==================== design 1
## config.mk

```make
export PLATFORM = sky130hd
export DESIGN_NAME = fifo_nibble_serializer_flat
export DESIGN_NICKNAME = d
export VERILOG_FILES = /design/src/rtl/fifo_nibble_serializer_if.sv /design/src/rtl/fifo_nibble_serializer.sv /design/src/flat_wrapper.sv
export SDC_FILE = /design/constraint.sdc
export NUM_CORES = 1
export LEC_CHECK = 0
export ABC_AREA = 1
export CAP_MARGIN = 25
export CORE_MARGIN = 10
export CORE_UTILIZATION = 44
export CTS_CLUSTER_DIAMETER = 150
export DETAILED_ROUTE_END_ITERATION = 10
export PLACE_DENSITY = 0.65
export SETUP_SLACK_MARGIN = 0.05
export SLEW_MARGIN = 10
export SYNTH_ARGS = -nofsm -noshare
export SYNTH_HDL_FRONTEND = slang
export SYNTH_SLANG_ARGS = --single-unit
```

## constraint.sdc

```tcl
create_clock -name clk -period 5.6 [get_ports clk]
set_clock_uncertainty 0.15 [all_clocks]
set_input_delay 1.12 -clock clk [delete_from_list [all_inputs] [get_ports clk]]
set_output_delay 1.12 -clock clk [all_outputs]
set_load 0.005 [all_outputs]
```

## src/rtl/fifo_nibble_serializer_if.sv

```systemverilog
// Bundle of FIFO read-port, control and serial-line signals for the nibble serializer.
interface fifo_nibble_serializer_if #(
  parameter int unsigned DATA_WIDTH = 4
);
  logic                  en;
  logic                  fifo_empty;
  logic [DATA_WIDTH-1:0] fifo_rdata;
  logic                  fifo_rinc;
  logic                  tx;
  logic                  busy;
  logic                  frame_done;
  logic [7:0]            words_sent;

  // Serializer side
  modport slave (
    input  en, fifo_empty, fifo_rdata,
    output fifo_rinc, tx, busy, frame_done, words_sent
  );

  // Environment side (FIFO + control)
  modport master (
    output en, fifo_empty, fifo_rdata,
    input  fifo_rinc, tx, busy, frame_done, words_sent
  );
endinterface

```

## src/rtl/fifo_nibble_serializer.sv

```systemverilog
// Pops FIFO words and sends each as a serial frame: start, data LSB first,
// optional even parity, stop. tx idles high.
module fifo_nibble_serializer #(
  parameter int unsigned DATA_WIDTH   = 4,
  parameter int unsigned CLKS_PER_BIT = 8,
  parameter int unsigned PARITY_EN    = 1
) (
  input  logic                       clk,
  input  logic                       rst_n,
  fifo_nibble_serializer_if.slave    bus
);

  localparam int unsigned BAUD_W = 8;
  localparam int unsigned BIT_W  = (DATA_WIDTH > 1) ? $clog2(DATA_WIDTH) : 1;
  localparam int unsigned CNT_W  = 8;

  typedef enum logic [2:0] {
    IDLE   = 3'd0,
    START  = 3'd1,
    DATA   = 3'd2,
    PARITY = 3'd3,
    STOP   = 3'd4
  } state_t;

  state_t                state_q, state_d;
  logic [BAUD_W-1:0]     baud_q, baud_d;
  logic [BIT_W-1:0]      bit_q, bit_d;
  logic [DATA_WIDTH-1:0] shift_q, shift_d;
  logic [CNT_W-1:0]      words_q, words_d;
  logic                  tx_q, tx_d;
  logic                  busy_q, busy_d;
  logic                  done_q, done_d;
  logic                  pop_c;
  logic                  baud_last;

  assign baud_last = (baud_q == BAUD_W'(CLKS_PER_BIT - 1));

  // State and registered outputs
  always_ff @(posedge clk or negedge rst_n) begin
    if (!rst_n) begin
      state_q <= IDLE;
      baud_q  <= '0;
      bit_q   <= '0;
      shift_q <= '0;
      words_q <= '0;
      tx_q    <= 1'b1;
      busy_q  <= 1'b0;
      done_q  <= 1'b0;
    end else begin
      state_q <= state_d;
      baud_q  <= baud_d;
      bit_q   <= bit_d;
      shift_q <= shift_d;
      words_q <= words_d;
      tx_q    <= tx_d;
      busy_q  <= busy_d;
      done_q  <= done_d;
    end
  end

  // Next state, bit timing, and next values of the registered outputs
  always_comb begin
    state_d = state_q;
    baud_d  = baud_q;
    bit_d   = bit_q;
    shift_d = shift_q;
    words_d = words_q;
    pop_c   = 1'b0;
    tx_d    = 1'b1;
    busy_d  = 1'b0;
    done_d  = 1'b0;

    if (state_q != IDLE) begin
      baud_d = baud_last ? '0 : BAUD_W'(baud_q + BAUD_W'(1));
    end

    case (state_q)
      IDLE: begin
        // Reset gating keeps the pop strobe quiet while rst_n is held low
        if (rst_n && bus.en && !bus.fifo_empty) begin
          pop_c   = 1'b1;
          shift_d = bus.fifo_rdata;
          baud_d  = '0;
          bit_d   = '0;
          state_d = START;
        end
      end
      START: begin
        if (baud_last) state_d = DATA;
      end
      DATA: begin
        if (baud_last) begin
          if (bit_q == BIT_W'(DATA_WIDTH - 1)) begin
            bit_d   = '0;
            state_d = (PARITY_EN != 0) ? PARITY : STOP;
          end else begin
            bit_d = BIT_W'(bit_q + BIT_W'(1));
          end
        end
      end
      PARITY: begin
        if (baud_last) state_d = STOP;
      end
      STOP: begin
        if (baud_last) state_d = IDLE;
      end
      default: state_d = IDLE;
    endcase

    // Outputs are looked up from the upcoming state so they line up with it
    case (state_d)
      START:   tx_d = 1'b0;
      DATA:    tx_d = shift_d[bit_d];
      PARITY:  tx_d = ^shift_d;
      default: tx_d = 1'b1;
    endcase
    busy_d = (state_d != IDLE);
    done_d = (state_d == STOP) && (baud_d == BAUD_W'(CLKS_PER_BIT - 1));
    if (done_d) words_d = CNT_W'(words_q + CNT_W'(1));
  end

  assign bus.fifo_rinc  = pop_c;
  assign bus.tx         = tx_q;
  assign bus.busy       = busy_q;
  assign bus.frame_done = done_q;
  assign bus.words_sent = words_q;

endmodule

```

## src/flat_wrapper.sv

```systemverilog
// flat-port wrapper written by rule: the top's interface ports become plain ports
module fifo_nibble_serializer_flat 
#(
  parameter int unsigned DATA_WIDTH   = 4,
  parameter int unsigned CLKS_PER_BIT = 8,
  parameter int unsigned PARITY_EN    = 1
)
  (clk, rst_n, bus_en, bus_fifo_empty, bus_fifo_rdata, bus_fifo_rinc, bus_tx, bus_busy, bus_frame_done, bus_words_sent);
  fifo_nibble_serializer_if #(.DATA_WIDTH(DATA_WIDTH)) bus_i ();
  input  logic clk;
  input  logic rst_n;
  input wire logic [$bits(bus_i.en)-1:0] bus_en;
  input wire logic [$bits(bus_i.fifo_empty)-1:0] bus_fifo_empty;
  input wire logic [$bits(bus_i.fifo_rdata)-1:0] bus_fifo_rdata;
  output wire logic [$bits(bus_i.fifo_rinc)-1:0] bus_fifo_rinc;
  output wire logic [$bits(bus_i.tx)-1:0] bus_tx;
  output wire logic [$bits(bus_i.busy)-1:0] bus_busy;
  output wire logic [$bits(bus_i.frame_done)-1:0] bus_frame_done;
  output wire logic [$bits(bus_i.words_sent)-1:0] bus_words_sent;
  assign bus_i.en = bus_en;
  assign bus_i.fifo_empty = bus_fifo_empty;
  assign bus_i.fifo_rdata = bus_fifo_rdata;
  assign bus_fifo_rinc = bus_i.fifo_rinc;
  assign bus_tx = bus_i.tx;
  assign bus_busy = bus_i.busy;
  assign bus_frame_done = bus_i.frame_done;
  assign bus_words_sent = bus_i.words_sent;
  fifo_nibble_serializer #(.DATA_WIDTH(DATA_WIDTH), .CLKS_PER_BIT(CLKS_PER_BIT), .PARITY_EN(PARITY_EN)) u_core (.clk(clk), .rst_n(rst_n), .bus(bus_i));
endmodule
```

==================== design 2
==> src/rtl/cnt_run_arbiter.sv <==
// Round-robin arbiter/sequencer sharing one tick-counter engine; grant 1 cycle after req, watchdog per run.
// `define ARB_STATS_EN to build the saturating completed-run counter on o_run_cnt.
module cnt_run_arbiter #(
  parameter int N_REQ      = 4,
  parameter int WD_CYCLES  = 200000000,
  parameter int GAP_CYCLES = 3
) (
  input  logic             clk,
  input  logic             rst_n,
  input  logic [N_REQ-1:0] i_req,
  output logic [N_REQ-1:0] o_grant,
  output logic [N_REQ-1:0] o_done,
  output logic             o_err,
  output logic [2:0]       o_active_id,
  output logic             o_eng_start,
  input  logic             i_eng_busy,
  input  logic             i_eng_finish,
  input  logic [3:0]       i_eng_cnt,
  output logic [15:0]      o_run_cnt
);

  localparam int WD_W  = $clog2(WD_CYCLES + 1);
  localparam int GAP_W = (GAP_CYCLES > 1) ? $clog2(GAP_CYCLES) : 1;
  localparam logic [WD_W-1:0]  WD_LAST  = WD_W'(WD_CYCLES - 1);
  localparam logic [GAP_W-1:0] GAP_LAST = GAP_W'(GAP_CYCLES - 1);

  typedef enum logic [2:0] {S_IDLE, S_START, S_RUN, S_DONE, S_GAP} state_t;

  state_t             r_state, w_state_nxt;
  logic [N_REQ-1:0]   r_grant, w_grant_nxt;
  logic [N_REQ-1:0]   r_done, w_done_nxt;
  logic               r_err, w_err_nxt;
  logic [2:0]         r_active_id, w_id_nxt;
  logic               r_eng_start, w_start_nxt;
  logic [2:0]         r_ptr, w_ptr_nxt;
  logic [WD_W-1:0]    r_wd, w_wd_nxt;
  logic [GAP_W-1:0]   r_gap, w_gap_nxt;

  logic [2:0]         w_pick_lo, w_pick_hi, w_pick, w_ptr_adv;
  logic               w_hi_vld;
  logic [N_REQ-1:0]   w_pick_oh;
  logic               w_run_end;

  // Lowest set bit at or above ptr wins; otherwise lowest set bit overall (wrap).
  always_comb begin
    w_pick_lo = '0;
    w_pick_hi = '0;
    w_hi_vld  = 1'b0;
    for (int j = N_REQ - 1; j >= 0; j--) begin
      if (i_req[j]) begin
        w_pick_lo = 3'(j);
        if (j >= int'(r_ptr)) begin
          w_pick_hi = 3'(j);
          w_hi_vld  = 1'b1;
        end
      end
    end
  end

  assign w_pick    = w_hi_vld ? w_pick_hi : w_pick_lo;
  assign w_pick_oh = {{(N_REQ-1){1'b0}}, 1'b1} << w_pick;
  assign w_ptr_adv = (int'(r_active_id) == N_REQ - 1) ? 3'd0 : r_active_id + 3'd1;
  assign w_run_end = !i_eng_busy && (i_eng_finish || i_eng_cnt == 4'hF);

  always_comb begin
    w_state_nxt = r_state;
    w_grant_nxt = r_grant;
    w_done_nxt  = '0;
    w_err_nxt   = 1'b0;
    w_id_nxt    = r_active_id;
    w_start_nxt = r_eng_start;
    w_ptr_nxt   = r_ptr;
    w_wd_nxt    = r_wd;
    w_gap_nxt   = r_gap;
    case (r_state)
      S_IDLE: begin
        if (|i_req) begin
          w_state_nxt = S_START;
          w_grant_nxt = w_pick_oh;
          w_id_nxt    = w_pick;
          w_start_nxt = 1'b1;
          w_wd_nxt    = '0;
        end
      end
      S_START, S_RUN: begin
        // Finish is only trusted after busy was seen; in START it is stale.
        if (r_state == S_RUN && w_run_end) begin
          w_state_nxt = S_DONE;
          w_done_nxt  = r_grant;
          w_grant_nxt = '0;
          w_ptr_nxt   = w_ptr_adv;
        end else if (r_wd == WD_LAST) begin
          w_state_nxt = S_GAP;
          w_err_nxt   = 1'b1;
          w_grant_nxt = '0;
          w_start_nxt = 1'b0;
          w_ptr_nxt   = w_ptr_adv;
          w_gap_nxt   = '0;
        end else begin
          w_wd_nxt = r_wd + WD_W'(1);
          if (r_state == S_START && i_eng_busy) begin
            w_start_nxt = 1'b0;
            w_state_nxt = S_RUN;
          end
        end
      end
      S_DONE: begin
        w_state_nxt = S_GAP;
        w_gap_nxt   = '0;
      end
      S_GAP: begin
        if (r_gap == GAP_LAST) w_state_nxt = S_IDLE;
        else                   w_gap_nxt   = r_gap + GAP_W'(1);
      end
      default: w_state_nxt = S_IDLE;
    endcase
  end

  always_ff @(posedge clk or negedge rst_n) begin
    if (!rst_n) begin
      r_state     <= S_IDLE;
      r_grant     <= '0;
      r_done      <= '0;
      r_err       <= 1'b0;
      r_active_id <= '0;
      r_eng_start <= 1'b0;
      r_ptr       <= '0;
      r_wd        <= '0;
      r_gap       <= '0;
    end else begin
      r_state     <= w_state_nxt;
      r_grant     <= w_grant_nxt;
      r_done      <= w_done_nxt;
      r_err       <= w_err_nxt;
      r_active_id <= w_id_nxt;
      r_eng_start <= w_start_nxt;
      r_ptr       <= w_ptr_nxt;
      r_wd        <= w_wd_nxt;
      r_gap       <= w_gap_nxt;
    end
  end

`ifdef ARB_STATS_EN
  logic [15:0] r_run_cnt;
  logic        w_run_inc;

  // Timeouts leave RUN/START via GAP, so only genuine completions count.
  assign w_run_inc = (r_state == S_RUN) && w_run_end;

  always_ff @(posedge clk or negedge rst_n) begin
    if (!rst_n) r_run_cnt <= '0;
    else if (w_run_inc && r_run_cnt != 16'hFFFF) r_run_cnt <= r_run_cnt + 16'd1;
  end

  assign o_run_cnt = r_run_cnt;
`else
  assign o_run_cnt = 16'd0;
`endif

  assign o_grant     = r_grant;
  assign o_done      = r_done;
  assign o_err       = r_err;
  assign o_active_id = r_active_id;
  assign o_eng_start = r_eng_start;

endmodule
==> config.mk <==
export PLATFORM = sky130hd
export DESIGN_NAME = cnt_run_arbiter
export DESIGN_NICKNAME = d
export VERILOG_FILES = /design/src/rtl/cnt_run_arbiter.sv
export SDC_FILE = /design/constraint.sdc
export NUM_CORES = 1
export LEC_CHECK = 0
export CAP_MARGIN = 20
export CORE_MARGIN = 5
export CORE_UTILIZATION = 57
export CTS_CLUSTER_DIAMETER = 120
export DETAILED_ROUTE_END_ITERATION = 16
export PLACE_DENSITY = 0.93
export SLEW_MARGIN = 30
export SYNTH_ARGS = -nofsm -noshare
export SYNTH_HDL_FRONTEND = slang
export SYNTH_SLANG_ARGS = --single-unit
export TNS_END_PERCENT = 50
==> constraint.sdc <==
create_clock -name clk -period 3.9 [get_ports clk]
set_clock_uncertainty 0.15 [all_clocks]
set_input_delay 0.39 -clock clk [delete_from_list [all_inputs] [get_ports clk]]
set_output_delay 0.39 -clock clk [all_outputs]
set_load 0.005 [all_outputs]
### Track usage over the die, design 2

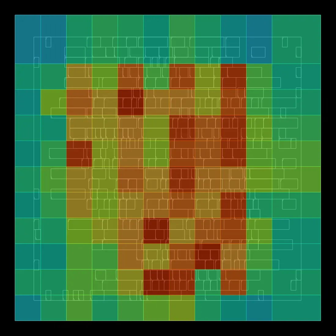
grt met1 use: 0.294
met2 Use GR: 0.338
met3 Track Usage GR: 0.0428
GR peak layer: met2

==> results.ini, design 2 <==
[layout]
num-nonclk-buffers = 27
sh_comb_area = 0.494
clock_area_frac = 0.0258
biggestCellCategory = multi-input combinational cells

[setup_path]
path_depth = 5
worstPathArrival_ps = 2660
crit_path_start = i_req[3]

[routing]
dr.pass1.iters = 5
wl_per_cell_um = 16.8
drc_errors = 0
wl_met1_mm = 2.75

[yosys]
synth.largest_area_cell = dfrtp_1
xor_share = 0.00296
simple_gate_area_frac = 0.267
ys_ff = 47
ff_type = dfrtp_1
top_cell = dfrtp_1

[cts]
postCtsSetupRepairBufs = 0
cts_root_buf = clkbuf_8
cts_max_path_buffers = 2

[power_and_ir_drop]
powerComb_w = 0.000706
p_seq_w = 0.000675

[placement]
post-dp-hpwl_mm = 4.78

[run_status]
status = completed

[global_route]
grt_overflow = 0
antenna_found_initial = 0

[final_timing]
drv_slew = 0

### Metal 3, design 1

Bar = 20 um.
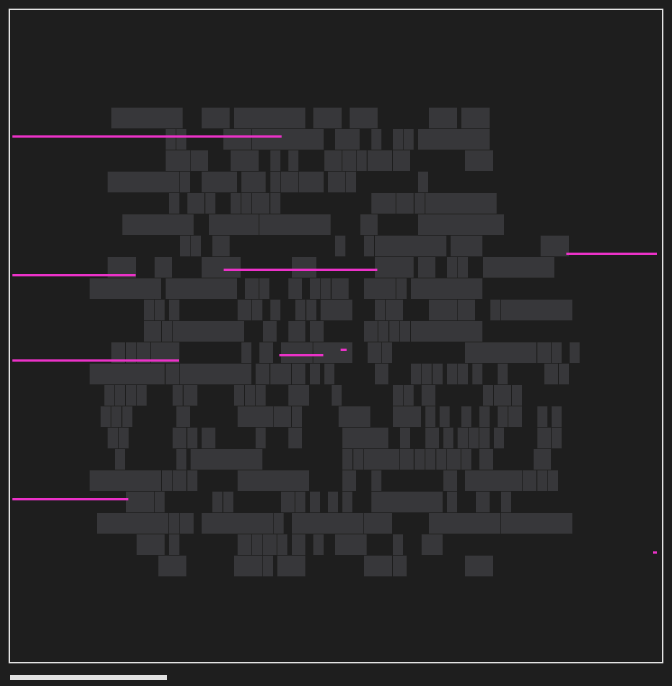
- longest straight run: 34.0 um
- main direction: horizontal
- wire length on this layer: 121 um
vias post-DR: 1501
met3 Track Usage GR: 0.0313
final wirelength: 3.63 mm

### Signal wires by layer, design 1

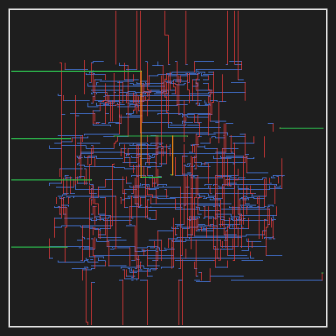
- green: met3 (wire length 121 um)
- blue: met1 (wire length 1750 um)
- orange: met4 (wire length 38.1 um)
- red: met2 (wire length 1720 um)
routed len/inst: 11.9 um
GRT Overall Usage: 0.106

==> results.ini, design 1 <==
[run_status]
status = completed

[final_timing]
setup_slack_ps = 1570
fin_crit_ps = 4030
timing_hold_violations_final = 0
slew_headroom = 0.595
worst_slew_pin_slew_ps = 608
tns_ps = 0

[global_route]
grt_start_max_net_pins = 29
antenna_found_initial = 0
grt_pass1_wl_mm = 6.34

[layout]
num-nonclk-buffers = 20
layout_top_cell = nand2_1
seq_cell_count = 28
sh_comb_area = 0.443
biggestCellCategory = multi-input combinational cells
regArea_um2 = 702
fin_nets = 268
final_layout_top_logic_cells = nand2_1, inv_1, nand3_1
num-multi-input-gates = 172

[yosys]
compound_area_frac = 0.0421
simple_gate_area_frac = 0.428
mux_area_frac = 0
edf_count = 0
yosysCellCount = 234
postSynthSeqShare = 0.400
top_area_frac = 0.385
synth.largest_area_cell = dfrtp_1
ff_type = dfrtp_1
synth-async-reset-ratio = 1.00
syn_inst = 234
xor_share = 0.0300
top_cell = nand2_1
synth_area_per_cell_um2 = 7.49

[floorplanning]
taps = 48
core_area_um2 = 3740
die_h_um = 83.1

[min_path]
holdPathEnd = u_core.bus.words_sent[7]
hp-start = u_core.bus.words_sent[7]

[setup_path]
cpMaxStageDelayCell = clkdlybuf4s50_1
r2r_start = u_core.baud_q[0]
end_kind = output port
worstReg2RegEnd = u_core.bus.words_sent[1]
crit_path_start = rst_n
critPathTopFamily = buffers and inverters
worstPathArrival_ps = 2760
start_kind = input port

[cts]
cts_max_path_buffers = 2
htree_levels = 1
cts_root_buf = clkbuf_8
postCtsSetupRepairBufs = 0

[routing]
top_layer = met4
drc_errors = 0
vias_per_cell = 4.94
ant_nets = 0
dr.first_iter.drc_count = 58

[power_and_ir_drop]
p_seq_w = 0.000317
finalPower_w = 0.000925
p_clk_frac = 0.172
p_sw_w = 0.000406
clk-power_w = 0.000159
p_int_w = 0.000519

[run]
maxCapViolCount = 0
warnings = 26

[placement]
post-dp-hpwl_mm = 2.79
port_buffers = 19


==> screenshots <==
Clock wires, drivers and flops.
Bar = 20 um.
panel A
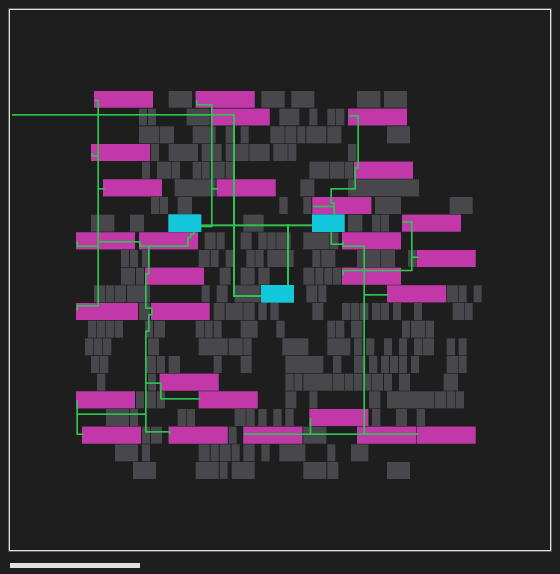
panel B
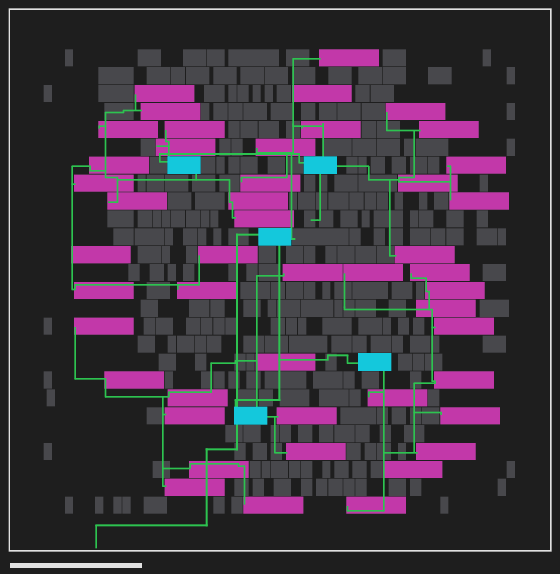
The one with the most sequential cells is panel B.
design 1 -> panel A
design 2 -> panel B


==================== design 3
### Track usage over the die, design 3

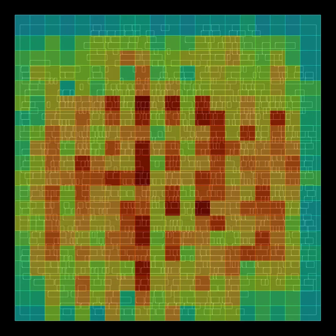
==> config.mk <==
export PLATFORM = sky130hd
export DESIGN_NAME = seq_divider_flat
export DESIGN_NICKNAME = d
export VERILOG_FILES = /design/src/rtl/seq_divider_if.sv /design/src/rtl/seq_divider.sv /design/src/flat_wrapper.sv
export SDC_FILE = /design/constraint.sdc
export NUM_CORES = 1
export LEC_CHECK = 0
export ABC_AREA = 0
export CAP_MARGIN = 10
export CORE_MARGIN = 2
export CORE_UTILIZATION = 48
export DETAILED_ROUTE_END_ITERATION = 8
export MAX_ROUTING_LAYER = met4
export PLACE_DENSITY = 0.72
export SLEW_MARGIN = 20
export SYNTH_ARGS = -nofsm -noshare
export SYNTH_HDL_FRONTEND = slang
export SYNTH_SLANG_ARGS = --single-unit
==> constraint.sdc <==
create_clock -name clk -period 5.8 [get_ports clk]
set_clock_uncertainty 0.1 [all_clocks]
set_input_delay 1.16 -clock clk [delete_from_list [all_inputs] [get_ports clk]]
set_output_delay 1.16 -clock clk [all_outputs]
set_load 0.02 [all_outputs]
==> src/rtl/seq_divider_if.sv <==
// Divider request/result bundle: master drives operands and start, slave returns results and status.
// The sign field exists only when SEQ_DIVIDER_SIGNED_EN is defined.
interface seq_divider_if #(
    parameter int WIDTH = 32
);
    logic             start;
    logic [WIDTH-1:0] dividend;
    logic [WIDTH-1:0] divisor;
    logic [WIDTH-1:0] quotient;
    logic [WIDTH-1:0] remainder;
    logic             busy;
    logic             done;
    logic             div_by_zero;
`ifdef SEQ_DIVIDER_SIGNED_EN
    logic             sign;

    modport master (
        output start, dividend, divisor, sign,
        input  quotient, remainder, busy, done, div_by_zero
    );
    modport slave (
        input  start, dividend, divisor, sign,
        output quotient, remainder, busy, done, div_by_zero
    );
`else
    modport master (
        output start, dividend, divisor,
        input  quotient, remainder, busy, done, div_by_zero
    );
    modport slave (
        input  start, dividend, divisor,
        output quotient, remainder, busy, done, div_by_zero
    );
`endif
endinterface

==> src/rtl/seq_divider.sv <==
// Restoring divider: done is asserted WIDTH cycles after the accept (the next cycle for divisor 0); SEQ_DIVIDER_SIGNED_EN adds signed mode.
// Backpressure: start is ignored while busy; results are held until the next accepted start.
module seq_divider #(
    parameter int WIDTH = 32,
    parameter int CNT_W = $clog2(WIDTH + 1)
) (
    input  logic         clk,
    input  logic         rst,
    seq_divider_if.slave bus
);
    typedef enum logic [1:0] {IDLE, RUN, DONE} state_t;

    state_t           state;
    logic [WIDTH-1:0] d_reg;
    logic [WIDTH-1:0] q_reg;
    logic [WIDTH-1:0] r_reg;
    logic [CNT_W-1:0] cnt;

    logic [WIDTH-1:0] shifted;
    logic [WIDTH:0]   trial;
    logic [WIDTH-1:0] q_next;
    logic [WIDTH-1:0] r_next;
    logic [WIDTH-1:0] q_fin;
    logic [WIDTH-1:0] r_fin;
    logic [WIDTH-1:0] dvd_mag;
    logic [WIDTH-1:0] dvs_mag;
    logic             accept;

    // The partial remainder never reaches bit WIDTH-1 before its shift, so dropping it is lossless.
    assign shifted = {r_reg[WIDTH-2:0], q_reg[WIDTH-1]};
    assign trial   = {1'b0, shifted} - {1'b0, d_reg};
    assign q_next  = {q_reg[WIDTH-2:0], ~trial[WIDTH]};
    assign r_next  = trial[WIDTH] ? shifted : trial[WIDTH-1:0];
    assign accept  = bus.start && (state != RUN);

`ifdef SEQ_DIVIDER_SIGNED_EN
    logic neg_q;
    logic neg_r;

    assign dvd_mag = (bus.sign && bus.dividend[WIDTH-1]) ? -bus.dividend : bus.dividend;
    assign dvs_mag = (bus.sign && bus.divisor[WIDTH-1])  ? -bus.divisor  : bus.divisor;
    // Most-negative / -1 falls out naturally: magnitude 2^(WIDTH-1) negates to itself.
    assign q_fin   = neg_q ? -q_next : q_next;
    assign r_fin   = neg_r ? -r_next : r_next;
`else
    assign dvd_mag = bus.dividend;
    assign dvs_mag = bus.divisor;
    assign q_fin   = q_next;
    assign r_fin   = r_next;
`endif

    always_ff @(posedge clk or negedge rst) begin
        if (!rst) begin
            state           <= IDLE;
            d_reg           <= '0;
            q_reg           <= '0;
            r_reg           <= '0;
            cnt             <= '0;
            bus.quotient    <= '0;
            bus.remainder   <= '0;
            bus.busy        <= 1'b0;
            bus.done        <= 1'b0;
            bus.div_by_zero <= 1'b0;
`ifdef SEQ_DIVIDER_SIGNED_EN
            neg_q           <= 1'b0;
            neg_r           <= 1'b0;
`endif
        end else begin
            case (state)
                RUN: begin
                    q_reg <= q_next;
                    r_reg <= r_next;
                    cnt   <= cnt + 1'b1;
                    if (cnt == CNT_W'(WIDTH - 1)) begin
                        state         <= DONE;
                        bus.busy      <= 1'b0;
                        bus.done      <= 1'b1;
                        bus.quotient  <= q_fin;
                        bus.remainder <= r_fin;
                    end
                end
                default: begin
                    if (accept) begin
                        d_reg           <= dvs_mag;
                        q_reg           <= dvd_mag;
                        r_reg           <= '0;
                        cnt             <= '0;
`ifdef SEQ_DIVIDER_SIGNED_EN
                        neg_q           <= bus.sign && (bus.dividend[WIDTH-1] ^ bus.divisor[WIDTH-1]);
                        neg_r           <= bus.sign && bus.dividend[WIDTH-1];
`endif
                        if (bus.divisor == '0) begin
                            state           <= DONE;
                            bus.busy        <= 1'b0;
                            bus.done        <= 1'b1;
                            bus.quotient    <= '1;
                            bus.remainder   <= bus.dividend;
                            bus.div_by_zero <= 1'b1;
                        end else begin
                            state           <= RUN;
                            bus.busy        <= 1'b1;
                            bus.done        <= 1'b0;
                            bus.div_by_zero <= 1'b0;
                        end
                    end else begin
                        state    <= IDLE;
                        bus.done <= 1'b0;
                    end
                end
            endcase
        end
    end
endmodule
==> src/flat_wrapper.sv <==
// flat-port wrapper written by rule: the top's interface ports become plain ports
module seq_divider_flat 
#(
    parameter int WIDTH = 32,
    parameter int CNT_W = $clog2(WIDTH + 1)
)
  (clk, rst, bus_start, bus_dividend, bus_divisor, bus_quotient, bus_remainder, bus_busy, bus_done, bus_div_by_zero);
  seq_divider_if #(.WIDTH(WIDTH)) bus_i ();
  input  logic clk;
  input  logic rst;
  input wire logic [$bits(bus_i.start)-1:0] bus_start;
  input wire logic [$bits(bus_i.dividend)-1:0] bus_dividend;
  input wire logic [$bits(bus_i.divisor)-1:0] bus_divisor;
  output wire logic [$bits(bus_i.quotient)-1:0] bus_quotient;
  output wire logic [$bits(bus_i.remainder)-1:0] bus_remainder;
  output wire logic [$bits(bus_i.busy)-1:0] bus_busy;
  output wire logic [$bits(bus_i.done)-1:0] bus_done;
  output wire logic [$bits(bus_i.div_by_zero)-1:0] bus_div_by_zero;
  assign bus_i.start = bus_start;
  assign bus_i.dividend = bus_dividend;
  assign bus_i.divisor = bus_divisor;
  assign bus_quotient = bus_i.quotient;
  assign bus_remainder = bus_i.remainder;
  assign bus_busy = bus_i.busy;
  assign bus_done = bus_i.done;
  assign bus_div_by_zero = bus_i.div_by_zero;
  seq_divider #(.WIDTH(WIDTH), .CNT_W(CNT_W)) u_core (.clk(clk), .rst(rst), .bus(bus_i));
endmodule
==> results.ini <==
[final_timing]
setup_slack_ps = 1650
max_freq_ghz = 0.241
timing_hold_violations_final = 0
finalClockPeriodUsage = 0.715
drv_slew = 0
rsz0062_at_grt = false
setup_violations = 0
slew_headroom = 0.314
worst_slew_pin_slew_ps = 1030

[run]
maxCapViolCount = 0

[setup_path]
crit_path_start = u_core.q_reg[31]
worstPathArrival_ps = 4320
rrSetupSlack_ps = 1650
path_class = reg2reg
worstPathMaxFanout = 16
r2r_start = u_core.q_reg[31]
path_depth = 13
cpMaxStageDelayCell = nand2_1

[layout]
n_clock_buffer = 18
layout_top_cell = dfrtp_1
clock_area_frac = 0.0523
logic_area_um2 = 4350
seq_cell_count = 169
final_layout_size_suffix_gt1_frac = 0.0880
num-multi-input-gates = 658
sh_comb_area = 0.395
regArea_um2 = 4230
seq_share = 0.384

[floorplanning]
core_util_floorplan = 0.493
taps = 229
die-area_um2 = 19700
core_area_um2 = 18100

[power_and_ir_drop]
p_seq_w = 0.00176
switching_share = 0.427
ir_worst_vdd_mv = 0.272
p_leak_nw = 4.75
p_seq_frac = 0.318
top_power_group = combinational cells

[global_route]
grt_start_max_net_pins = 112
track_usage = 0.256
grt_pass1_wl_mm = 39.0
grt_overflow = 0
antenna_found_initial = 0

[routing]
wl_per_cell_um = 18.8
top_layer = met4
met2_length_mm = 11.6
dr_total_vias = 7396
vias_per_cell = 5.80
wl_met1_mm = 10.5

[yosys]
compound_area_frac = 0.179
postSynthSeqShare = 0.473
simple_gate_area_frac = 0.139
yosys_warnings = 0
common_cells = dfrtp_1, nand2_1, o21ai_0
xor_share = 0.0255
synth_area_per_cell_um2 = 9.66
adder_share = 0.0498
synth_cell_types = 60
top_area_frac = 0.473
logic_family = AND-OR/OR-AND gates

[min_path]
holdPathEnd = u_core.bus.div_by_zero
hp-start = u_core.bus.div_by_zero

[placement]
placed_cell_area_um2 = 10400
port_buffers = 133
dp.cells = 1242
place_ws_ps = 1330

[cts]
cts_root_buf = clkbuf_16
postCtsSetupRepairBufs = 0
clkTransAtPathRegs_ps = 70

[run_status]
status = completed

## Picture notes: 'Track usage over the die' of design 3
GR peak layer: met2
Final Util: 0.607
met3 Track Usage GR: 0.0465
met2 Use GR: 0.404



## Gallery

Met2 routing.
shot_01.png
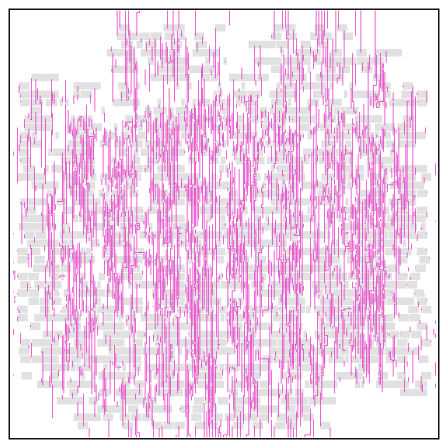
shot_02.png
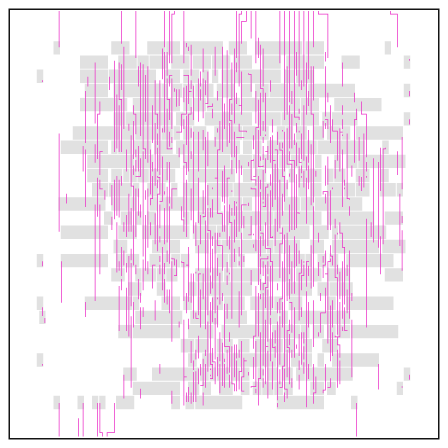
shot_03.png
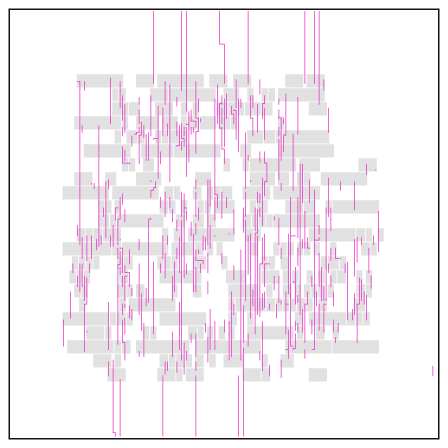
For design 3, see shot_01.png.
For design 1, see shot_03.png.
For design 2, see shot_02.png.

Key to shot_03.png:
- longest straight run: 31.6 um
- main direction: vertical
- nets with wire on the layer: 198
- wire length on this layer: 1720 um

